# cmd_proc_flat

===== config.mk =====
export PLATFORM = sky130hd
export DESIGN_NAME = cmd_proc_flat
export DESIGN_NICKNAME = d
export VERILOG_FILES = /design/src/rtl/rasm_cmd_pkg.sv /design/src/rtl/cmd_proc_if.sv /design/src/rtl/cmd_proc.sv /design/src/flat_wrapper.sv
export SDC_FILE = /design/constraint.sdc
export NUM_CORES = 1
export LEC_CHECK = 0
export ABC_AREA = 0
export CAP_MARGIN = 20
export CORE_MARGIN = 2
export CORE_UTILIZATION = 55
export CTS_CLUSTER_SIZE = 14
export DETAILED_ROUTE_END_ITERATION = 8
export GPL_TIMING_DRIVEN = 0
export PLACE_DENSITY = 0.83
export SKIP_LAST_GASP = 1
export SYNTH_ARGS = -nofsm -noshare
export SYNTH_HDL_FRONTEND = slang
export SYNTH_SLANG_ARGS = --single-unit

===== constraint.sdc =====
create_clock -name clk -period 3.7 [get_ports clk]
set_input_delay 0.74 -clock clk [delete_from_list [all_inputs] [get_ports clk]]
set_output_delay 0.74 -clock clk [all_outputs]
set_load 0.01 [all_outputs]

===== src/rtl/rasm_cmd_pkg.sv =====
// Shared types and constants for the robot-arm command processor.
package rasm_cmd_pkg;

    typedef enum logic [3:0] {
        OP_SET_POS = 4'd1,
        OP_MOVE    = 4'd2,
        OP_CAL     = 4'd3,
        OP_STATUS  = 4'd4
    } opcode_t;

    typedef enum logic [2:0] {
        IDLE,
        DISPATCH,
        WAIT_MOVE,
        WAIT_CAL,
        SEND,
        WAIT_TX
    } state_t;

    localparam logic [7:0] ACK        = 8'hA5;
    localparam logic [7:0] NACK       = 8'h5A;
    localparam logic [7:0] TMO        = 8'hEE;
    localparam logic [3:0] STATUS_TAG = 4'hC;

    function automatic logic [7:0] status_byte(input logic cal_ok, input logic last_tmo);
        return {STATUS_TAG, cal_ok, last_tmo, 2'b00};
    endfunction

endpackage


===== src/rtl/cmd_proc_if.sv =====
// Host-side handshake between the UART wrapper (master) and the command processor (slave).
interface cmd_proc_if;

    logic        cmd_rdy;
    logic [15:0] cmd;
    logic        clr_cmd_rdy;
    logic        send_resp;
    logic [7:0]  resp;
    logic        resp_sent;

    modport master (
        output cmd_rdy, cmd, resp_sent,
        input  clr_cmd_rdy, send_resp, resp
    );

    modport slave (
        input  cmd_rdy, cmd, resp_sent,
        output clr_cmd_rdy, send_resp, resp
    );

endinterface


===== src/rtl/cmd_proc.sv =====
// Command processor: decodes host commands, updates joint targets, sequences move/calibrate
// with a timeout, and returns exactly one response byte per command.
module cmd_proc
    import rasm_cmd_pkg::*;
#(
    parameter int               POS_W   = 10,
    parameter int               TMO_W   = 24,
    parameter logic [TMO_W-1:0] TMO_CYC = 24'd5000000
) (
    input  logic               clk,
    input  logic               rst_n,
    cmd_proc_if.slave          host,
    output logic [4*POS_W-1:0] tgt_pos,
    output logic               strt_move,
    input  logic               move_done,
    output logic               strt_cal,
    input  logic               cal_done,
    output logic               busy
);

    localparam logic [TMO_W-1:0] TMO_LAST = TMO_CYC - 1'b1;

    state_t             state_q, state_d;
    logic [15:0]        cmd_q, cmd_d;
    logic [POS_W-1:0]   tgt_q [4];
    logic [POS_W-1:0]   tgt_d [4];
    logic [TMO_W-1:0]   tmo_cnt_q, tmo_cnt_d;
    logic [7:0]         resp_q, resp_d;
    logic               cal_ok_q, cal_ok_d;
    logic               last_tmo_q, last_tmo_d;
    logic               wait_done;

    // NOTE: every output and next-state signal gets a default first, so no path infers a latch.
    always_comb begin
        state_d          = state_q;
        cmd_d            = cmd_q;
        tgt_d            = tgt_q;
        tmo_cnt_d        = tmo_cnt_q;
        resp_d           = resp_q;
        cal_ok_d         = cal_ok_q | cal_done;
        last_tmo_d       = last_tmo_q;
        wait_done        = 1'b0;
        host.clr_cmd_rdy = 1'b0;
        host.send_resp   = 1'b0;
        strt_move        = 1'b0;
        strt_cal         = 1'b0;

        unique case (state_q)
            IDLE: begin
                if (host.cmd_rdy) begin
                    cmd_d            = host.cmd;
                    host.clr_cmd_rdy = 1'b1;
                    state_d          = DISPATCH;
                end
            end
            DISPATCH: begin
                case (cmd_q[15:12])
                    OP_SET_POS: begin
                        tgt_d[cmd_q[11:10]] = cmd_q[POS_W-1:0];
                        resp_d              = ACK;
                        last_tmo_d          = 1'b0;
                        state_d             = SEND;
                    end
                    OP_MOVE: begin
                        strt_move = 1'b1;
                        tmo_cnt_d = '0;
                        state_d   = WAIT_MOVE;
                    end
                    OP_CAL: begin
                        strt_cal  = 1'b1;
                        tmo_cnt_d = '0;
                        state_d   = WAIT_CAL;
                    end
                    OP_STATUS: begin
                        resp_d  = status_byte(cal_ok_q, last_tmo_q);
                        state_d = SEND;
                    end
                    default: begin
                        resp_d  = NACK;
                        state_d = SEND;
                    end
                endcase
            end
            WAIT_MOVE, WAIT_CAL: begin
                // The counter leaves this state at TMO_LAST, so it can never wrap.
                wait_done = (state_q == WAIT_MOVE) ? move_done : cal_done;
                tmo_cnt_d = tmo_cnt_q + 1'b1;
                if (wait_done) begin
                    resp_d     = ACK;
                    last_tmo_d = 1'b0;
                    state_d    = SEND;
                end else if (tmo_cnt_q == TMO_LAST) begin
                    resp_d     = TMO;
                    last_tmo_d = 1'b1;
                    state_d    = SEND;
                end
            end
            SEND: begin
                host.send_resp = 1'b1;
                state_d        = WAIT_TX;
            end
            WAIT_TX: begin
                if (host.resp_sent) state_d = IDLE;
            end
            default: state_d = IDLE;
        endcase
    end

    // NOTE: sequential state uses non-blocking assignments only; the target array is a tiny
    // register file and takes the async reset like everything else, so a reset clears targets.
    always_ff @(posedge clk or negedge rst_n) begin
        if (!rst_n) begin
            state_q    <= IDLE;
            cmd_q      <= '0;
            tmo_cnt_q  <= '0;
            resp_q     <= '0;
            cal_ok_q   <= 1'b0;
            last_tmo_q <= 1'b0;
            for (int j = 0; j < 4; j++) tgt_q[j] <= '0;
        end else begin
            state_q    <= state_d;
            cmd_q      <= cmd_d;
            tmo_cnt_q  <= tmo_cnt_d;
            resp_q     <= resp_d;
            cal_ok_q   <= cal_ok_d;
            last_tmo_q <= last_tmo_d;
            tgt_q      <= tgt_d;
        end
    end

    for (genvar j = 0; j < 4; j++) begin : g_tgt
        assign tgt_pos[j*POS_W +: POS_W] = tgt_q[j];
    end

    assign host.resp = resp_q;
    assign busy      = (state_q != IDLE);

endmodule

===== src/flat_wrapper.sv =====
// flat-port wrapper written by rule: the top's interface ports become plain ports
module cmd_proc_flat import rasm_cmd_pkg::*;
#(
    parameter int               POS_W   = 10,
    parameter int               TMO_W   = 24,
    parameter logic [TMO_W-1:0] TMO_CYC = 24'd5000000
)
  (clk, rst_n, tgt_pos, strt_move, move_done, strt_cal, cal_done, busy, host_cmd_rdy, host_cmd, host_resp_sent, host_clr_cmd_rdy, host_send_resp, host_resp);
  cmd_proc_if host_i ();
  input  logic clk;
  input  logic rst_n;
  output logic [4*POS_W-1:0] tgt_pos;
  output logic strt_move;
  input  logic move_done;
  output logic strt_cal;
  input  logic cal_done;
  output logic busy;
  input wire logic [$bits(host_i.cmd_rdy)-1:0] host_cmd_rdy;
  input wire logic [$bits(host_i.cmd)-1:0] host_cmd;
  input wire logic [$bits(host_i.resp_sent)-1:0] host_resp_sent;
  output wire logic [$bits(host_i.clr_cmd_rdy)-1:0] host_clr_cmd_rdy;
  output wire logic [$bits(host_i.send_resp)-1:0] host_send_resp;
  output wire logic [$bits(host_i.resp)-1:0] host_resp;
  assign host_i.cmd_rdy = host_cmd_rdy;
  assign host_i.cmd = host_cmd;
  assign host_i.resp_sent = host_resp_sent;
  assign host_clr_cmd_rdy = host_i.clr_cmd_rdy;
  assign host_send_resp = host_i.send_resp;
  assign host_resp = host_i.resp;
  cmd_proc #(.POS_W(POS_W), .TMO_W(TMO_W), .TMO_CYC(TMO_CYC)) u_core (.clk(clk), .rst_n(rst_n), .host(host_i), .tgt_pos(tgt_pos), .strt_move(strt_move), .move_done(move_done), .strt_cal(strt_cal), .cal_done(cal_done), .busy(busy));
endmodule

# iterative_normalizer

==> src/rtl/iterative_normalizer_pkg.sv <==
// -----------------------------------------------------------------------------
// iterative_normalizer_pkg
// Shared definitions for the iterative normalizer:
//   - norm_state_e : controller states (idle / shifting)
//   - DIR_LEFT     : normalize toward the MSB (shift left)
//   - DIR_RIGHT    : normalize toward the LSB (logical shift right)
//   - DEFAULT_WIDTH: default operand width
// -----------------------------------------------------------------------------
package iterative_normalizer_pkg;

    localparam int unsigned DEFAULT_WIDTH = 8;

    localparam logic DIR_LEFT  = 1'b0;
    localparam logic DIR_RIGHT = 1'b1;

    typedef enum logic {
        StIdle,
        StShift
    } norm_state_e;

endpackage

==> src/rtl/iterative_normalizer.sv <==
// -----------------------------------------------------------------------------
// iterative_normalizer
// Shifts an operand one bit per cycle until its leading one (dir=0, toward
// the MSB) or trailing one (dir=1, toward the LSB) sits at the end of the
// word, then reports the normalized word and the number of shifts applied.
// Shifting `out` back by `shamt` in the opposite direction recovers `in`.
//
// Ports:
//   clk    in   rising-edge clock
//   rst_n  in   asynchronous active-low reset
//   start  in   request, sampled only while idle
//   in     in   operand, captured on an accepted start
//   dir    in   0 = normalize toward MSB, 1 = normalize toward LSB
//   busy   out  high while an operation is in progress
//   done   out  one-cycle pulse, result valid
//   out    out  normalized word, held until the next completion
//   shamt  out  shifts applied, held until the next completion
//   zero   out  operand was all zeros, held until the next completion
// -----------------------------------------------------------------------------
module iterative_normalizer
    import iterative_normalizer_pkg::*;
#(
    parameter int unsigned WIDTH = DEFAULT_WIDTH,
    parameter int unsigned SHW   = $clog2(WIDTH)
) (
    input  logic             clk,
    input  logic             rst_n,
    input  logic             start,
    input  logic [WIDTH-1:0] in,
    input  logic             dir,
    output logic             busy,
    output logic             done,
    output logic [WIDTH-1:0] out,
    output logic [SHW-1:0]   shamt,
    output logic             zero
);

    norm_state_e      state;
    logic [WIDTH-1:0] work;
    logic             dir_q;
    logic [SHW-1:0]   count;

    logic target_bit;
    logic work_zero;

    // Bit that must become 1 for the word to count as normalized.
    assign target_bit = (dir_q == DIR_RIGHT) ? work[0] : work[WIDTH-1];
    assign work_zero  = (work == '0);

    always_ff @(posedge clk or negedge rst_n) begin
        if (!rst_n) begin
            state <= StIdle;
            work  <= '0;
            dir_q <= DIR_LEFT;
            count <= '0;
            busy  <= 1'b0;
            done  <= 1'b0;
            out   <= '0;
            shamt <= '0;
            zero  <= 1'b0;
        end else begin
            done <= 1'b0;
            case (state)
                StIdle: begin
                    if (start) begin
                        work  <= in;
                        dir_q <= dir;
                        count <= '0;
                        busy  <= 1'b1;
                        state <= StShift;
                    end
                end
                StShift: begin
                    // An all-zero word can never normalize; finish at once.
                    if (target_bit || work_zero) begin
                        out   <= work;
                        shamt <= count;
                        zero  <= work_zero;
                        done  <= 1'b1;
                        busy  <= 1'b0;
                        state <= StIdle;
                    end else begin
                        if (dir_q == DIR_RIGHT) begin
                            work <= work >> 1;
                        end else begin
                            work <= work << 1;
                        end
                        // At most WIDTH-1 shifts for a nonzero word, so no wrap.
                        count <= count + SHW'(1);
                    end
                end
                default: begin
                    state <= StIdle;
                    busy  <= 1'b0;
                end
            endcase
        end
    end

endmodule

==> config.mk <==
export PLATFORM = sky130hd
export DESIGN_NAME = iterative_normalizer
export DESIGN_NICKNAME = d
export VERILOG_FILES = /design/src/rtl/iterative_normalizer_pkg.sv /design/src/rtl/iterative_normalizer.sv
export SDC_FILE = /design/constraint.sdc
export NUM_CORES = 1
export LEC_CHECK = 0
export ABC_AREA = 0
export CAP_MARGIN = 20
export CORE_UTILIZATION = 54
export DETAILED_ROUTE_END_ITERATION = 7
export PLACE_DENSITY = 0.83
export SLEW_MARGIN = 20
export SYNTH_ARGS = -nofsm -noshare
export SYNTH_HDL_FRONTEND = slang
export SYNTH_SLANG_ARGS = --single-unit
==> constraint.sdc <==
create_clock -name clk -period 3.16 [get_ports clk]
set_clock_uncertainty 0.2 [all_clocks]
set_input_delay 0.79 -clock clk [delete_from_list [all_inputs] [get_ports clk]]
set_output_delay 0.79 -clock clk [all_outputs]
set_load 0.01 [all_outputs]
iterative_normalizer, placement by cell class:
Scale bar: 20 um.
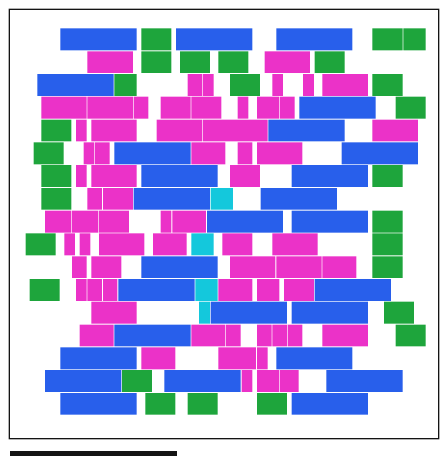
[cyan] clock drivers and dummy loads | cells: 4 | share of their area: 1.7%
[blue] flip-flops | cells: 27 | share of their area: 43%
[magenta] all other logic | cells: 66 | share of their area: 38%
[green] other buffers and delay cells | cells: 27 | share of their area: 17%
flop share of the area: 42.1%
Final Instance Area: 0.00161 mm^2
core box area: 0.00223 mm^2

==> run_results.csv, iterative_normalizer <==
group,metric,value,unit
outcome,status,"finished, final reports clean",
synthesis,ys.flop_type,"dfrtp_1",
drt,highest_layer,"met4",
final_layout,drive_above_1_share,22.6,%
setup_path,cpMaxStageDelayCell,"dfrtp_1",
power_and_ir_drop,p_seq,714,uW
placement,post-place-ws,872,ps
power_and_ir_drop,p_clk,140,uW
global_route,grt.overflow.total,0,
clock_tree,cts.repair.resized,0,
drt,drt-met1-wl,1.05,mm
synthesis,ys_cells,97,
synthesis,largest_area_cell,"dfrtp_1",
timing,slew_violations,0,
timing,hold_slack,313,ps
final_layout,combGateArea,586,um^2
setup_path,cp-end-kind,"flop",
final_layout,final_common_cell,"dfrtp_1",
timing,fin_ws,916,ps
final_layout,n_clock_buffer,4,
die,rows,17,
global_route,grt_pass1_vias,848,
die,io_pins,26,
final_layout,final_nets,138,
die,fp_util,58.3,%
synthesis,synthAoiAreaFrac,8.74,%
synthesis,mux_area_share,28.1,%
die,die_h,51.1,um
synthesis,synth-area-yosys,0.00130,mm^2
synthesis,yosysUniqueCellTypes,25,
setup_path,criticalPathCategory,"reg2reg",
synthesis,ys_sh_adder,0.961,%
final_layout,area_growth,23.3,%
final_layout,dominant_cells,"sequential cells",
clock_tree,root_buffer,"clkbuf_4",
setup_path,worstPathArrival,2240,ps
drt,ant_nets,0,
timing,tightest_slew,671,ps
final_layout,final_util,71.9,%
synthesis,yosys_warnings,0,
placement,portBuffers,25,
synthesis,numSynthFlops,27,
drt,drt_iter0_markers,2,
clock_tree,tritoncts,"built",
synthesis,top_logic_kind,"multiplexers",
timing,rsz0062_at_grt,"no",
setup_path,crit_buf_inv,1,
global_route,grt_max_degree,28,
clock_tree,cts_setup_buffers,0,
setup_path,rr_startpoint,"dir_q",
synthesis,edf_count,0,
power_and_ir_drop,combinationalPowerShare,51.2,%
power_and_ir_drop,leakage,0.000759,uW
global_route,met3_usage,2.68,%
drt,wl_met2,1.07,mm
setup_path,critPathCapture,"shamt[1]",
timing,tns,0,ps
final_layout,layout_top_cells,"27 x dfrtp_1, 25 x clkdlybuf4s50_1, 16 x mux2_4, 7 x nor2_1, 7 x mux2i_1",
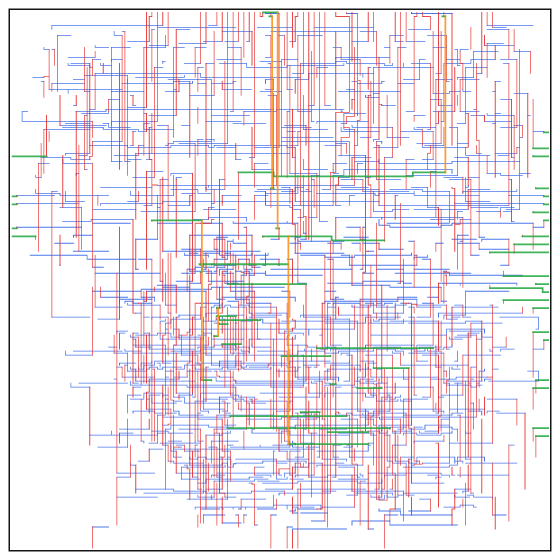
cmd_proc_flat: wiring by layer
[red] met2 | wire length: 4,720 um
[orange] met4 | wire length: 160 um
[green] met3 | wire length: 314 um
[blue] met1 | wire length: 4,310 um
Via Count: 3,103
Total Routing Usage GR: 23.6%

==> run_results.csv, cmd_proc_flat <==
group,metric,value,unit
power_and_ir_drop,p_clk,830,uW
final_layout,nFillCells,560,
drt,drc,0,
setup_path,reg2reg_to,"u_core.state_q[2]",
synthesis,ys_top_cells_by_area,"dfrtp_1 55%, mux2_2 15%, nand2_1 1.9%, a21oi_1 1.8%, mux2i_1 1.6%",
setup_path,required,2960,ps
final_layout,combGateArea,0.00181,mm^2
drt,dr_wl_met3,313,um
drt,wl_met2,4.72,mm
drt,avgViaCountPerCell,5.68,
synthesis,avgSynthCellArea,12.0,um^2
clock_tree,cts_setup_buffers,0,
synthesis,yosysUniqueCellTypes,54,
final_layout,n_all_buffers,88,
clock_tree,root_buffer,"clkbuf_8",
die,io_pins,75,
final_layout,dominant_cells,"sequential cells",
synthesis,ys_seq_share,54.8,%
outcome,status,"finished, final reports clean",


==> layout pictures side by side <==
Routing congestion map.
image #1
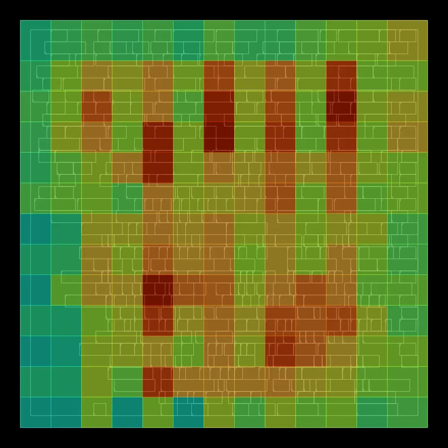
image #2
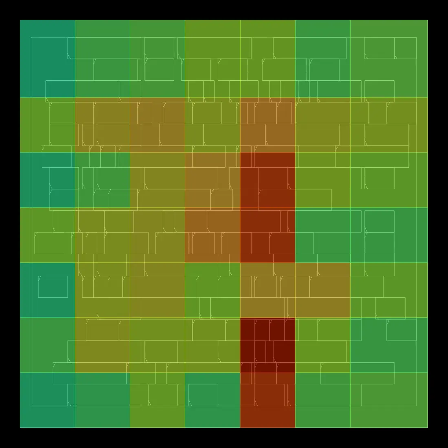
Of these, most wire per cell: image #1
Image #2 is iterative_normalizer.
Image #1 is cmd_proc_flat.

No activity file was given, so power comes from the tool's default toggle rates.
